# ---- block 1 ----
block_1/met1.png
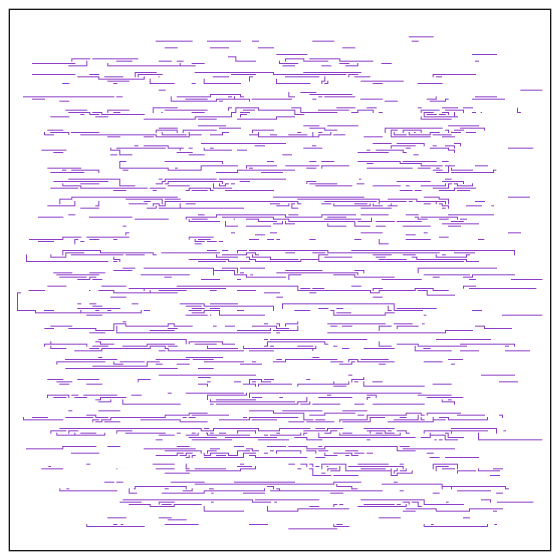

<file path="src/rtl/seven_seg_scanner.sv">
// Time-multiplexed driver for NUM_DIGITS common-anode seven-segment digits.
// Round-robin scan with blanking dead-time, per-digit enable/dp and double-buffered data.
module seven_seg_scanner #(
  parameter int NUM_DIGITS       = 4,
  parameter int ON_CYCLES        = 24000,
  parameter int BLANK_CYCLES     = 240,
  parameter int ANODE_ACTIVE_LOW = 1,
  parameter int SEG_ACTIVE_LOW   = 1
) (
  input  logic                          clk,
  input  logic                          reset,
  input  logic [4*NUM_DIGITS-1:0]       digits_in,
  input  logic [NUM_DIGITS-1:0]         dp_in,
  input  logic [NUM_DIGITS-1:0]         digit_en,
  input  logic                          load,
  output logic [6:0]                    seg,
  output logic                          dp,
  output logic [NUM_DIGITS-1:0]         anode,
  output logic [$clog2(NUM_DIGITS)-1:0] digit_idx,
  output logic                          frame_done
);

  localparam int IW   = $clog2(NUM_DIGITS);
  localparam int MAXC = (ON_CYCLES > BLANK_CYCLES) ? ON_CYCLES : BLANK_CYCLES;
  localparam int CW   = (MAXC > 1) ? $clog2(MAXC) : 1;

  localparam logic [CW-1:0]         ON_LAST    = CW'(ON_CYCLES - 1);
  localparam logic [CW-1:0]         BLANK_LAST = CW'((BLANK_CYCLES > 0) ? BLANK_CYCLES - 1 : 0);
  localparam logic [IW-1:0]         IDX_LAST   = IW'(NUM_DIGITS - 1);
  localparam logic [NUM_DIGITS-1:0] ANODE_OFF  = (ANODE_ACTIVE_LOW != 0) ? '1 : '0;
  localparam logic [6:0]            SEG_OFF    = (SEG_ACTIVE_LOW != 0) ? '1 : '0;
  localparam logic                  DP_OFF     = (SEG_ACTIVE_LOW != 0);

  typedef enum logic {BLANK, SHOW} state_t;

  state_t                  state, state_n;
  logic [CW-1:0]           cnt, cnt_n;
  logic [IW-1:0]           idx_n;
  logic                    boundary;

  logic [4*NUM_DIGITS-1:0] sh_val, act_val, act_val_n;
  logic [NUM_DIGITS-1:0]   sh_dp, act_dp, act_dp_n;
  logic [NUM_DIGITS-1:0]   sh_en, act_en, act_en_n;

  logic                    lit;
  logic [3:0]              nibble;
  logic [6:0]              seg_n;
  logic                    dp_n;
  logic [NUM_DIGITS-1:0]   anode_n;
  logic                    done_n;

  function automatic logic [6:0] glyph(input logic [3:0] v);
    case (v)
      4'h0: glyph = 7'h3F;
      4'h1: glyph = 7'h06;
      4'h2: glyph = 7'h5B;
      4'h3: glyph = 7'h4F;
      4'h4: glyph = 7'h66;
      4'h5: glyph = 7'h6D;
      4'h6: glyph = 7'h7D;
      4'h7: glyph = 7'h07;
      4'h8: glyph = 7'h7F;
      4'h9: glyph = 7'h6F;
      4'hA: glyph = 7'h77;
      4'hB: glyph = 7'h7C;
      4'hC: glyph = 7'h39;
      4'hD: glyph = 7'h5E;
      4'hE: glyph = 7'h79;
      default: glyph = 7'h71;
    endcase
  endfunction

  always_comb begin
    state_n  = state;
    cnt_n    = cnt + 1'b1;
    idx_n    = digit_idx;
    boundary = 1'b0;
    unique case (state)
      BLANK: begin
        if (cnt == BLANK_LAST) begin
          state_n = SHOW;
          cnt_n   = '0;
        end
      end
      SHOW: begin
        if (cnt == ON_LAST) begin
          state_n  = (BLANK_CYCLES > 0) ? BLANK : SHOW;
          cnt_n    = '0;
          idx_n    = (digit_idx == IDX_LAST) ? '0 : digit_idx + 1'b1;
          boundary = (digit_idx == IDX_LAST);
        end
      end
    endcase
  end

  // A load coinciding with the frame boundary bypasses the shadow straight into the active set.
  always_comb begin
    act_val_n = act_val;
    act_dp_n  = act_dp;
    act_en_n  = act_en;
    if (boundary) begin
      act_val_n = load ? digits_in : sh_val;
      act_dp_n  = load ? dp_in     : sh_dp;
      act_en_n  = load ? digit_en  : sh_en;
    end
  end

  // Outputs are decoded from next-state values so anode and segments switch on one edge.
  always_comb begin
    nibble  = act_val_n[{idx_n, 2'b00} +: 4];
    lit     = (state_n == SHOW) && act_en_n[idx_n];
    seg_n   = lit ? glyph(nibble) : '0;
    dp_n    = lit & act_dp_n[idx_n];
    anode_n = lit ? (NUM_DIGITS'(1) << idx_n) : '0;
    done_n  = (state_n == SHOW) && (idx_n == IDX_LAST) && (cnt_n == ON_LAST);
  end

  always_ff @(posedge clk) begin
    if (reset) begin
      state      <= (BLANK_CYCLES > 0) ? BLANK : SHOW;
      cnt        <= '0;
      digit_idx  <= '0;
      sh_val     <= '0;
      sh_dp      <= '0;
      sh_en      <= '0;
      act_val    <= '0;
      act_dp     <= '0;
      act_en     <= '0;
      anode      <= ANODE_OFF;
      seg        <= SEG_OFF;
      dp         <= DP_OFF;
      frame_done <= 1'b0;
    end else begin
      state      <= state_n;
      cnt        <= cnt_n;
      digit_idx  <= idx_n;
      if (load) begin
        sh_val <= digits_in;
        sh_dp  <= dp_in;
        sh_en  <= digit_en;
      end
      act_val    <= act_val_n;
      act_dp     <= act_dp_n;
      act_en     <= act_en_n;
      anode      <= anode_n ^ ANODE_OFF;
      seg        <= seg_n ^ SEG_OFF;
      dp         <= dp_n ^ DP_OFF;
      frame_done <= done_n;
    end
  end

endmodule

</file>
<file path="config.mk">
export PLATFORM = sky130hd
export DESIGN_NAME = seven_seg_scanner
export DESIGN_NICKNAME = d
export VERILOG_FILES = /design/src/rtl/seven_seg_scanner.sv
export SDC_FILE = /design/constraint.sdc
export NUM_CORES = 1
export LEC_CHECK = 0
export CAP_MARGIN = 20
export CORE_UTILIZATION = 52
export CTS_BUF_LIST = sky130_fd_sc_hd__clkbuf_4
export DETAILED_ROUTE_END_ITERATION = 8
export PLACE_DENSITY_LB_ADDON = 0.05
export SYNTH_ARGS = -nofsm -noshare
export SYNTH_HDL_FRONTEND = slang
export SYNTH_SLANG_ARGS = --single-unit
</file>
<file path="constraint.sdc">
create_clock -name clk -period 3.01 [get_ports clk]
set_clock_uncertainty 0.2 [all_clocks]
set_input_delay 0.301 -clock clk [delete_from_list [all_inputs] [get_ports clk]]
set_output_delay 0.301 -clock clk [all_outputs]
set_load 0.005 [all_outputs]
</file>
# ---- block 2 ----
File: src/rtl/frame_symbol_reader.sv
`default_nettype none
// ============================================================================
// frame_symbol_reader : drains the 513x1 handoff RAM into MSB-first symbols.
// Revision 1.0 - initial release
// ============================================================================
module frame_symbol_reader #(
  parameter int FRAME_BITS = 512,
  parameter int SYM_BITS   = 4,
  parameter int RD_LAT     = 1
) (
  input  logic                clk,
  input  logic                rst,
  input  logic                En,
  output logic [9:0]          add_rom,
  input  logic                read_rom,
  output logic                web,
  output logic                write_rom,
  output logic [SYM_BITS-1:0] symbol,
  output logic                symbol_valid,
  input  logic                symbol_ready,
  output logic                frame_done
);

  localparam int SYMS   = FRAME_BITS / SYM_BITS;
  localparam int BIT_W  = (SYM_BITS > 1) ? $clog2(SYM_BITS) : 1;
  localparam int SYM_W  = (SYMS > 1) ? $clog2(SYMS) : 1;
  localparam int WAIT_W = $clog2(RD_LAT + 2);

  localparam logic [9:0]        FLAG_ADDR = 10'(FRAME_BITS);
  localparam logic [BIT_W-1:0]  LAST_BIT  = BIT_W'(SYM_BITS - 1);
  localparam logic [SYM_W-1:0]  LAST_SYM  = SYM_W'(SYMS - 1);
  localparam logic [WAIT_W-1:0] LAT       = WAIT_W'(RD_LAT);

  typedef enum logic [2:0] {
    IDLE    = 3'd0,
    POLL    = 3'd1,
    FETCH   = 3'd2,
    PRESENT = 3'd3,
    CLEAR   = 3'd4,
    SETTLE  = 3'd5
  } state_t;

  state_t              state;
  logic [BIT_W-1:0]    bit_cnt;
  logic [SYM_W-1:0]    sym_cnt;
  logic [WAIT_W-1:0]   wait_cnt;
  logic [SYM_BITS-2:0] shreg;
  logic [SYM_BITS-1:0] next_bits;

  // Earlier (lower-address) bits shift toward the MSB.
  assign next_bits = {shreg, read_rom};

  always_ff @(posedge clk) begin
    if (rst) begin
      state        <= IDLE;
      add_rom      <= FLAG_ADDR;
      web          <= 1'b0;
      write_rom    <= 1'b0;
      symbol       <= '0;
      symbol_valid <= 1'b0;
      frame_done   <= 1'b0;
      bit_cnt      <= '0;
      sym_cnt      <= '0;
      wait_cnt     <= '0;
      shreg        <= '0;
    end else begin
      web        <= 1'b0;
      write_rom  <= 1'b0;
      frame_done <= 1'b0;
      // The flag write in CLEAR is never cut short; everything else aborts.
      if (!En && state != CLEAR) begin
        state        <= IDLE;
        add_rom      <= FLAG_ADDR;
        symbol_valid <= 1'b0;
        wait_cnt     <= '0;
      end else begin
        case (state)
          IDLE: begin
            add_rom  <= FLAG_ADDR;
            wait_cnt <= LAT;
            state    <= POLL;
          end
          POLL: begin
            if (wait_cnt != '0) begin
              wait_cnt <= wait_cnt - 1'b1;
            end else if (read_rom) begin
              bit_cnt  <= '0;
              sym_cnt  <= '0;
              add_rom  <= '0;
              wait_cnt <= LAT;
              state    <= FETCH;
            end
          end
          FETCH: begin
            if (wait_cnt != '0) begin
              wait_cnt <= wait_cnt - 1'b1;
            end else begin
              shreg <= next_bits[SYM_BITS-2:0];
              if (bit_cnt == LAST_BIT) begin
                symbol       <= next_bits;
                symbol_valid <= 1'b1;
                state        <= PRESENT;
              end else begin
                bit_cnt  <= bit_cnt + 1'b1;
                add_rom  <= add_rom + 10'd1;
                wait_cnt <= LAT;
              end
            end
          end
          PRESENT: begin
            if (symbol_ready) begin
              symbol_valid <= 1'b0;
              if (sym_cnt == LAST_SYM) begin
                add_rom    <= FLAG_ADDR;
                web        <= 1'b1;
                frame_done <= 1'b1;
                state      <= CLEAR;
              end else begin
                sym_cnt  <= sym_cnt + 1'b1;
                bit_cnt  <= '0;
                add_rom  <= add_rom + 10'd1;
                wait_cnt <= LAT;
                state    <= FETCH;
              end
            end
          end
          CLEAR: begin
            // Hold off polling so the pre-write flag value is never seen.
            wait_cnt <= LAT;
            state    <= En ? SETTLE : IDLE;
          end
          SETTLE: begin
            if (wait_cnt != '0) begin
              wait_cnt <= wait_cnt - 1'b1;
            end else begin
              wait_cnt <= LAT;
              state    <= POLL;
            end
          end
          default: state <= IDLE;
        endcase
      end
    end
  end

endmodule
`default_nettype wire
File: config.mk
export PLATFORM = sky130hd
export DESIGN_NAME = frame_symbol_reader
export DESIGN_NICKNAME = d
export VERILOG_FILES = /design/src/rtl/frame_symbol_reader.sv
export SDC_FILE = /design/constraint.sdc
export NUM_CORES = 1
export LEC_CHECK = 0
export ABC_AREA = 0
export CORE_ASPECT_RATIO = 1.2
export CORE_MARGIN = 2
export CORE_UTILIZATION = 50
export DETAILED_ROUTE_END_ITERATION = 6
export PLACE_DENSITY = 0.75
export RECOVER_POWER = 50
export SLEW_MARGIN = 5
export SYNTH_ARGS = -nofsm -noshare
export SYNTH_HDL_FRONTEND = slang
export SYNTH_SLANG_ARGS = --single-unit
File: constraint.sdc
create_clock -name clk -period 1.7 [get_ports clk]
set_input_delay 0.425 -clock clk [delete_from_list [all_inputs] [get_ports clk]]
set_output_delay 0.425 -clock clk [all_outputs]
set_load 0.005 [all_outputs]
# ---- block 3 ----
`config.mk`:
```
export PLATFORM = sky130hd
export DESIGN_NAME = mips_multicycle_ctrl
export DESIGN_NICKNAME = d
export VERILOG_FILES = /design/src/rtl/mips_pkg.sv /design/src/rtl/mips_ctrl_outdec.sv /design/src/rtl/mips_multicycle_ctrl.sv
export SDC_FILE = /design/constraint.sdc
export NUM_CORES = 1
export LEC_CHECK = 0
export ABC_AREA = 1
export CORE_UTILIZATION = 41
export CTS_BUF_LIST = sky130_fd_sc_hd__clkbuf_4
export DETAILED_ROUTE_END_ITERATION = 8
export GPL_TIMING_DRIVEN = 0
export MAX_ROUTING_LAYER = met4
export PLACE_DENSITY_LB_ADDON = 0.25
export SLEW_MARGIN = 20
export SYNTH_ARGS = -nofsm -noshare
export SYNTH_HDL_FRONTEND = slang
export SYNTH_HIERARCHICAL = 1
export SYNTH_SLANG_ARGS = --single-unit
export TNS_END_PERCENT = 50
```
`constraint.sdc`:
```
create_clock -name clk -period 1.6 [get_ports clk]
set_clock_uncertainty 0.15 [all_clocks]
set_input_delay 0.24 -clock clk [delete_from_list [all_inputs] [get_ports clk]]
set_output_delay 0.24 -clock clk [all_outputs]
set_load 0.02 [all_outputs]
```
`src/rtl/mips_pkg.sv`:
```
// Shared encodings for the multicycle MIPS control path: opcodes, FSM states, ALU/PC selects, control word.
// BNE_SUPPORT_EN adds the bne opcode and its execute state.
package mips_pkg;

  localparam int unsigned OP_W       = 6;
  localparam int unsigned ST_ENC_W   = 4;
  localparam int unsigned ALUOP_W    = 2;
  localparam int unsigned ALUSRCB_W  = 2;
  localparam int unsigned PCSRC_W    = 2;

  localparam logic [OP_W-1:0] OP_RTYPE = 6'b000000;
  localparam logic [OP_W-1:0] OP_J     = 6'b000010;
  localparam logic [OP_W-1:0] OP_BEQ   = 6'b000100;
  localparam logic [OP_W-1:0] OP_ADDI  = 6'b001000;
  localparam logic [OP_W-1:0] OP_LW    = 6'b100011;
  localparam logic [OP_W-1:0] OP_SW    = 6'b101011;
`ifdef BNE_SUPPORT_EN
  localparam logic [OP_W-1:0] OP_BNE   = 6'b000101;
`endif

  localparam logic [ALUOP_W-1:0] ALUOP_ADD   = 2'b00;
  localparam logic [ALUOP_W-1:0] ALUOP_SUB   = 2'b01;
  localparam logic [ALUOP_W-1:0] ALUOP_FUNCT = 2'b10;

  localparam logic [ALUSRCB_W-1:0] ALUSRCB_RT    = 2'b00;
  localparam logic [ALUSRCB_W-1:0] ALUSRCB_FOUR  = 2'b01;
  localparam logic [ALUSRCB_W-1:0] ALUSRCB_IMM   = 2'b10;
  localparam logic [ALUSRCB_W-1:0] ALUSRCB_IMMSH = 2'b11;

  localparam logic [PCSRC_W-1:0] PCSRC_ALURES = 2'b00;
  localparam logic [PCSRC_W-1:0] PCSRC_ALUOUT = 2'b01;
  localparam logic [PCSRC_W-1:0] PCSRC_JUMP   = 2'b10;

  typedef enum logic [ST_ENC_W-1:0] {
    FETCH   = 4'd0,
    DECODE  = 4'd1,
    MEMADR  = 4'd2,
    MEMRD   = 4'd3,
    MEMWB   = 4'd4,
    MEMWR   = 4'd5,
    RTYPEEX = 4'd6,
    RTYPEWB = 4'd7,
    BEQEX   = 4'd8,
    ADDIEX  = 4'd9,
    ADDIWB  = 4'd10,
    JEX     = 4'd11
`ifdef BNE_SUPPORT_EN
    , BNEEX = 4'd12
`endif
  } state_e;

  typedef struct packed {
    logic                 iord;
    logic                 irwrite;
    logic                 memwrite;
    logic                 regdst;
    logic                 memtoreg;
    logic                 regwrite;
    logic                 alusrca;
    logic [ALUSRCB_W-1:0] alusrcb;
    logic [ALUOP_W-1:0]   aluop;
    logic [PCSRC_W-1:0]   pcsrc;
    logic                 pcwrite;
    logic                 branch;
    logic                 branchne;
  } ctrl_t;

endpackage

```
`src/rtl/mips_ctrl_outdec.sv`:
```
// Moore decode of the control FSM state into the datapath control word.
// BNE_SUPPORT_EN adds the BNEEX decode.
module mips_ctrl_outdec
  import mips_pkg::*;
(
  input  state_e state,
  input  logic   memready,
  output ctrl_t  ctrl_c
);

  always_comb begin
    ctrl_c = '0;
    case (state)
      FETCH: begin
        ctrl_c.alusrcb = ALUSRCB_FOUR;
        ctrl_c.aluop   = ALUOP_ADD;
        ctrl_c.pcsrc   = PCSRC_ALURES;
        // IR load and PC+4 commit only when the instruction word arrives
        ctrl_c.irwrite = memready;
        ctrl_c.pcwrite = memready;
      end
      DECODE: begin
        ctrl_c.alusrcb = ALUSRCB_IMMSH;
        ctrl_c.aluop   = ALUOP_ADD;
      end
      MEMADR: begin
        ctrl_c.alusrca = 1'b1;
        ctrl_c.alusrcb = ALUSRCB_IMM;
        ctrl_c.aluop   = ALUOP_ADD;
      end
      MEMRD: ctrl_c.iord = 1'b1;
      MEMWB: begin
        ctrl_c.memtoreg = 1'b1;
        ctrl_c.regwrite = 1'b1;
      end
      MEMWR: begin
        ctrl_c.iord     = 1'b1;
        ctrl_c.memwrite = 1'b1;
      end
      RTYPEEX: begin
        ctrl_c.alusrca = 1'b1;
        ctrl_c.alusrcb = ALUSRCB_RT;
        ctrl_c.aluop   = ALUOP_FUNCT;
      end
      RTYPEWB: begin
        ctrl_c.regdst   = 1'b1;
        ctrl_c.regwrite = 1'b1;
      end
      BEQEX: begin
        ctrl_c.alusrca = 1'b1;
        ctrl_c.aluop   = ALUOP_SUB;
        ctrl_c.pcsrc   = PCSRC_ALUOUT;
        ctrl_c.branch  = 1'b1;
      end
      ADDIEX: begin
        ctrl_c.alusrca = 1'b1;
        ctrl_c.alusrcb = ALUSRCB_IMM;
      end
      ADDIWB: ctrl_c.regwrite = 1'b1;
      JEX: begin
        ctrl_c.pcsrc   = PCSRC_JUMP;
        ctrl_c.pcwrite = 1'b1;
      end
`ifdef BNE_SUPPORT_EN
      BNEEX: begin
        ctrl_c.alusrca  = 1'b1;
        ctrl_c.aluop    = ALUOP_SUB;
        ctrl_c.pcsrc    = PCSRC_ALUOUT;
        ctrl_c.branchne = 1'b1;
      end
`endif
      default: ctrl_c = '0;
    endcase
  end

endmodule

```
`src/rtl/mips_multicycle_ctrl.sv`:
```
// Main control FSM of the multicycle MIPS datapath; sequences fetch/decode/execute/mem/writeback.
// Optional macro BNE_SUPPORT_EN enables the bne instruction.
module mips_multicycle_ctrl
  import mips_pkg::*;
#(
  parameter int unsigned STATE_W = 4
) (
  input  logic               clk,
  input  logic               resetn,
  input  logic [OP_W-1:0]    op,
  input  logic               memready,
  input  logic               zero,
  output logic               iord,
  output logic               irwrite,
  output logic               memwrite,
  output logic               regdst,
  output logic               memtoreg,
  output logic               regwrite,
  output logic               alusrca,
  output logic [1:0]         alusrcb,
  output logic [1:0]         aluop,
  output logic [1:0]         pcsrc,
  output logic               pcwrite,
  output logic               branch,
  output logic               branchne,
  output logic               illegal,
  output logic [STATE_W-1:0] state
);

  state_e state_q, state_d;
  logic   illegal_q, illegal_d;
  ctrl_t  ctrl_c;
  logic   unused_zero;

  // zero is consumed by the datapath PC logic, not by this FSM
  assign unused_zero = zero;

  always_ff @(posedge clk or negedge resetn) begin
    if (!resetn) begin
      state_q   <= FETCH;
      illegal_q <= 1'b0;
    end else begin
      state_q   <= state_d;
      illegal_q <= illegal_d;
    end
  end

  always_comb begin
    state_d   = FETCH;
    illegal_d = illegal_q;
    case (state_q)
      FETCH:   state_d = memready ? DECODE : FETCH;
      DECODE: begin
        case (op)
          OP_LW, OP_SW: state_d = MEMADR;
          OP_RTYPE:     state_d = RTYPEEX;
          OP_BEQ:       state_d = BEQEX;
          OP_ADDI:      state_d = ADDIEX;
          OP_J:         state_d = JEX;
`ifdef BNE_SUPPORT_EN
          OP_BNE:       state_d = BNEEX;
`endif
          default: begin
            state_d   = FETCH;
            illegal_d = 1'b1;
          end
        endcase
      end
      MEMADR:  state_d = (op == OP_LW) ? MEMRD : MEMWR;
      MEMRD:   state_d = memready ? MEMWB : MEMRD;
      MEMWR:   state_d = memready ? FETCH : MEMWR;
      RTYPEEX: state_d = RTYPEWB;
      ADDIEX:  state_d = ADDIWB;
      default: state_d = FETCH;
    endcase
  end

  mips_ctrl_outdec u_outdec (
    .state    (state_q),
    .memready (memready),
    .ctrl_c   (ctrl_c)
  );

  // Write enables are squashed while reset is held so no strobe escapes in the reset cycle
  assign iord     = ctrl_c.iord;
  assign irwrite  = ctrl_c.irwrite  & resetn;
  assign memwrite = ctrl_c.memwrite & resetn;
  assign regdst   = ctrl_c.regdst;
  assign memtoreg = ctrl_c.memtoreg;
  assign regwrite = ctrl_c.regwrite & resetn;
  assign alusrca  = ctrl_c.alusrca;
  assign alusrcb  = ctrl_c.alusrcb;
  assign aluop    = ctrl_c.aluop;
  assign pcsrc    = ctrl_c.pcsrc;
  assign pcwrite  = ctrl_c.pcwrite  & resetn;
  assign branch   = ctrl_c.branch   & resetn;
  assign branchne = ctrl_c.branchne & resetn;
  assign illegal  = illegal_q;
  assign state    = STATE_W'(state_q);

endmodule

```

==> gallery <==
Cell placement.
panel A
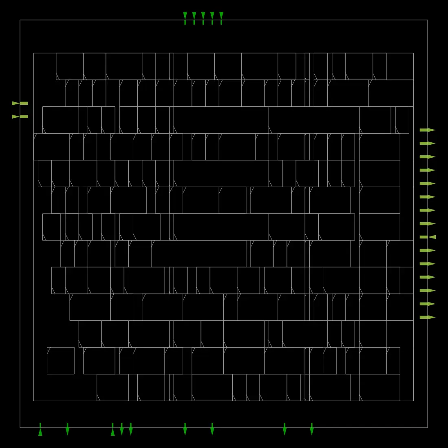
panel B
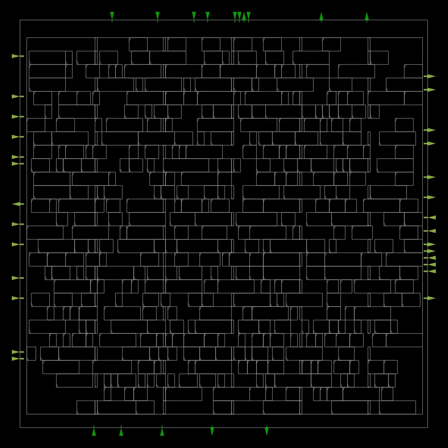
panel C
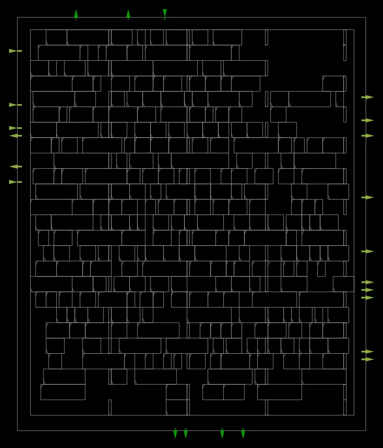
- block 1 = panel B
- block 2 = panel C
- block 3 = panel A
- highest utilization: panel A

block_3/met1.png
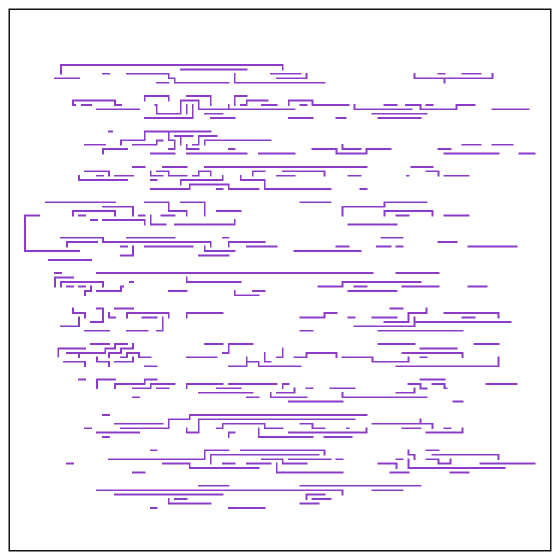
main direction: horizontal
nets with wire on the layer: 153
share of all routed wire: 37%
wire length on this layer: 807 um

block_3/met2.png
Cells faint in the background.
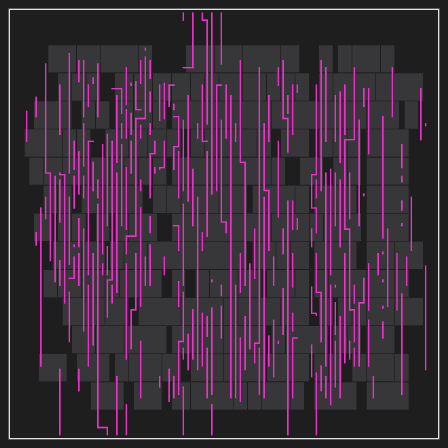
longest straight run: 29.2 um
wire length on this layer: 1160 um
share of all routed wire: 54%
nets with wire on the layer: 148

==> impl_metrics.yaml, block 3 <==
# generated from flow reports
worst_setup_path:
  worstPathRequired_ps: 1210
  crit_slowest_cell: "dfrtp_2"
  critPathMaxFanout: 5
  path_cells: "inv_4, nand2_4, inv_2, nand2_2, nand2_1, nand2_1, inv_2, buf_6"
  critPathCaptureType: "output pin"
sta:
  setup_violations: 9
  layout_setup_ws_ps: -97.3
  tns_ps: -538
synth:
  synth-warning-count: 6
  ys_ff: 5
  compound_area_share_pct: 3.53
  top_cells_by_count: "nand2_1, inv_1, nor2_1"
  syn_area_per_cell_sq_um: 5.36
floorplanning:
  die_x_um: 41.5
  row_count: 13
  nWellTaps: 15
  coreArea_sq_um: 1370
  io_pins: 31
finish:
  clock_area_share_pct: 2.40
  layout.nets: 176
  n_all_inverters: 28
  lay_top_cells: "nand2_1, buf_4, inv_1"
  insertedDiodeCount: 0
  nClkBuffers: 3
  nFlopsAndLatches: 5
  final-seq-area_sq_um: 130
place:
  place_area_sq_um: 937
  dp.final_hpwl_mm: 1.24
pwr:
  top_power_group: "combinational cells"
  p_sw_mw: 0.376
  power_frac_comb_pct: 60.6
hold_path:
  hold_path.class: "flop to flop"
grt:
  grt_pass1_vias: 783
  grt_overflow: 0
detailed_routing:
  drt_wl_total_mm: 2.16
  vias: 906
clocking:
  ctsLongestPathBuffers: 2
  clkSlewWorstSetupHoldPaths_ps: 50
run_status:
  status: "finished, violations left"
  violations: "negative setup slack"
flow_run:
  drv_cap: 0
==> block 3: state kept, by name, indices dropped and copies added (netlist names) <==
name / cells
state: 4
illegal: 1
==> block 3: stage by stage <==
step	hold WS [ps]	power (mW)
2_1_floorplan	-206	0.383
3_3_place_gp	299	0.521
3_5_place_dp	304	0.527
4_1_cts	316	0.736
5_1_grt	346	0.881
6_report	306	0.833
==> block 3: timing repair <==
item	CTS	global route
pin swaps	3	5
setup buffers	11	2
hold buffers	1	0
setup endpoints to repair	19	18
gates resized	95	33
endpoints found under the hold margin	5	0
==> block 3: metal layers <==
metal	vias to the layer above	wire [um]	global-route usage, %
li1	446	-	-
met1	402	807	27.4
met2	52	1160	44.4
met3	6	147	2.61
met4	0	44	11.0
met5	-	0	-
==> block 3: worst paths after layout <==
check,slack (ps),to,cells after the start,start
max reg2reg,80,illegal,7,state[3]
min reg2reg,310,illegal,2,illegal
max,-100,pcwrite,8,state[2]
min in group asynchronous,510,state[1],2,resetn
min,310,illegal,2,illegal
max in group asynchronous,580,state[3],2,resetn
==> block 3: worst register-to-register path: stages, from the launching register on <==
cell	delay, ps
dfrtp_2	460
buf_6	160
buf_4	130
nor2_4	160
nand2_2	80
nor2_4	130
nand3_1	110
nand2_1	70
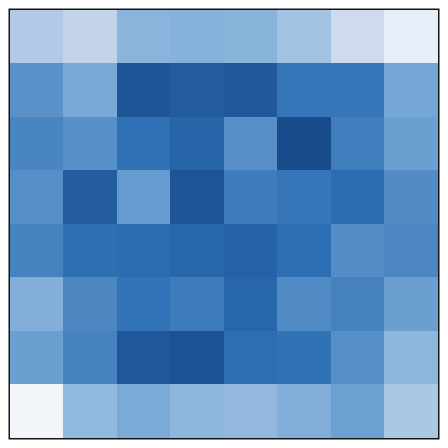
block_1/density.png
8 x 8 tiles, from white (low) to dark blue (high), 0 to 100% covered.
mean over tiles: 61%
densest ninth of the die: middle
fullest tile: 89%
tiles over 75% full: 25%
FP Core Util: 55.2%
core area: 6100 sq um
Layout Utilization: 69.4%

block_1/met2.png
Cells faint in the background.
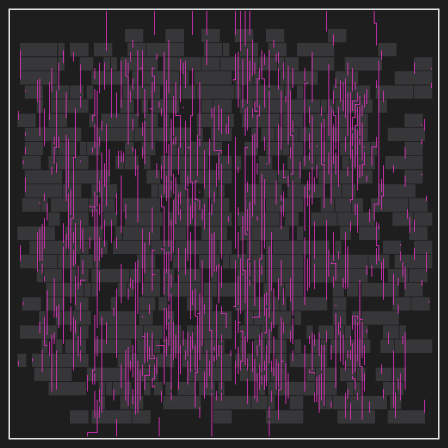
share of all routed wire: 45%
longest straight run: 36.9 um
main direction: vertical
nets with wire on the layer: 376
met2 usage: 33.9%
via count: 2663

## Picture notes: block_1/met1.png
main direction: horizontal
share of all routed wire: 50%
longest straight run: 26.2 um
nets with wire on the layer: 404

==> impl_metrics.yaml, block 1 <==
# generated from flow reports
clocking:
  hold_buffers: 0
  cts_tree: "yes"
  cts_resized: 0
synth:
  top_area_share_pct: 47.0
  synthMuxAreaShare_pct: 13.7
sta:
  hold_viol_final: 0
  period_used_pct: 94.8
run_status:
  status: "completed"
finish:
  layout.nets: 451
  drive_above_1_share_pct: 18.3
  n_fill_cell: 509
  fin_cells: 496
pwr:
  power.density_nw_per_um2: 410
worst_setup_path:
  worstReg2RegEnd: "seg[6]"
  ff2ff_path_depth: 10
place:
  place_congestion: 0.878
  place_area_sq_um: 4010
detailed_routing:
  antenna_left: 0
block 1: cells by family (layout without fill, tap and decap cells):
logic type      count (synthesis)  after routing
compound gates                 41             41
simple gates                  142            142
flops                          79             79
fa+ha+maj                       8              8
xor+xnor                       13             13
buf+inv                        26             95
mux                            43             43
block 1: state kept, by name, indices dropped and copies added (netlist names):
name / count
sh_val: 16
sh_en: 4
frame_done: 1
seg: 7
act_en: 4
act_dp: 4
dp: 1
sh_dp: 4
digit_idx: 2
act_val: 16
anode: 4
cnt: 15
state: 1
block 1: worst max-delay path, cell delays in order, from the launching register on:
cell      delay (ps)
dfxtp_1          460
nor2_1            80
and4b_2          280
nand3_4          120
mux2i_4          380
buf_4            210
mux2i_1          130
a211oi_4         320
buf_4            210
mux2i_1          190
o221ai_1         140
block 1: power by group:
part	internal (mW)	total, mW	leakage [nW]	switching (mW)
logic	0.0632	0.114	0.962	0.0505
registers	1.07	1.08	0.643	0.00758
clock network	0.169	0.543	0.0576	0.374
block 1: metal layers:
metal	global-route usage [%]	up-vias	share of wire, %
li1	-	1343	-
met5	0	-	0
met3	6.92	11	4.3
met1	31.4	1257	50
met2	33.9	52	45
met4	6.32	0	1.2
block_2/registers.png
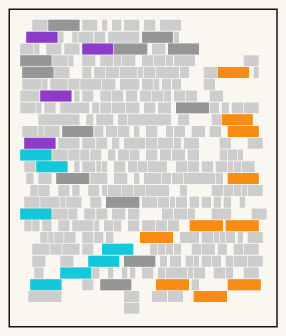
[orange] add_rom | flops: 10
[purple] symbol | flops: 4 | where: top left
[cyan] sym_cnt | flops: 7
Seq area share: 24.5%
Flop area: 673 sq um
Layout Utilization: 70.7%
Seq. pwr: 0.794 mW

==> impl_metrics.yaml, block 2 <==
# generated from flow reports
clocking:
  clkSlewWorstSetupHoldPaths_ps: 70
  ctsLongestPathBuffers: 2
  cts-root-buf: "clkbuf_8"
synth:
  synthMuxAreaShare_pct: 3.54
  async_flop_share_pct: 0
  top_cells_by_count: "dfxtp_1, a21oi_1, nand2_1"
  synthDistinctLibCells: 57
  ys_sh_simple_pct: 28.8
  top_area_share_pct: 33.4
  syn_area_sq_um: 1980
floorplanning:
  chip_area_sq_um: 4480
  nWellTaps: 54
  io_pins: 23
sta:
  rsz0062_at_grt: "true"
  drv_slew: 0
  setup_violations: 0
  relSlewSlack_pct: 66.9
hold_path:
  holdPathStages: 2
  hold_path.class: "flop to flop"
finish:
  nFlopsAndLatches: 33
  lay_top_cells: "buf_4, dfxtp_1, nand2_1"
  buffer_area_share_pct: 22.1
  fin_cells: 346
  nClkBuffers: 7
worst_setup_path:
  worstPathArrival_ps: 1830
  startpoint_type: "flop"
detailed_routing:
  vias: 2111
  top_layer: "met4"
pwr:
  swShare_pct: 26.0
run_status:
  status: "completed"
grt:
  track_usage_pct: 25.4
  antenna_found_initial: 0
place:
  dp.cells: 336
-- block 2: state kept, by name, indices dropped and copies added, names as in the netlist --
signal and count:
add_rom 10, sym_cnt 7, symbol 4, shreg 3
state 3, bit_cnt 2, wait_cnt 2, frame_done 1
symbol_valid 1
-- block 2: power groups by stage --
stage	combinational [mW]	clock, mW	sequential (mW)
6_report	0.268	0.608	0.794
5_1_grt	0.287	0.655	0.794
4_1_cts	0.258	0.619	0.793
3_5_place_dp	0.243	0	0.809
3_3_place_gp	0.239	0	0.809
2_1_floorplan	0.131	0	0.805
-- block 2: repair_timing --
item	CTS	global route
pin swaps	2	4
gates resized	11	28
setup buffers	3	0
endpoints found under the setup margin	21	25
-- block 2: stage by stage --
stage	worst slack, ps	hold slack [ps]	total power, mW
global placement	-435	448	1.05
detailed placement	-500	464	1.05
global route	-21.4	491	1.74
finish	44.3	470	1.67
CTS	2.46	474	1.67
floorplan	20.3	435	0.936
-- block 2: per-layer routing --
metal	vias up	global-route usage [%]
li1	1025	-
met5	-	0
met4	0	10.9
met1	1011	27.8
met2	54	45.5
met3	21	5.67
-- block 2: tightest hold or removal path, stage by stage (launching register included) --
cell and delay, ps:
dfxtp_1 320, inv_1 50, a21oi_1 50

Power is estimated from default activity; no workload was simulated.
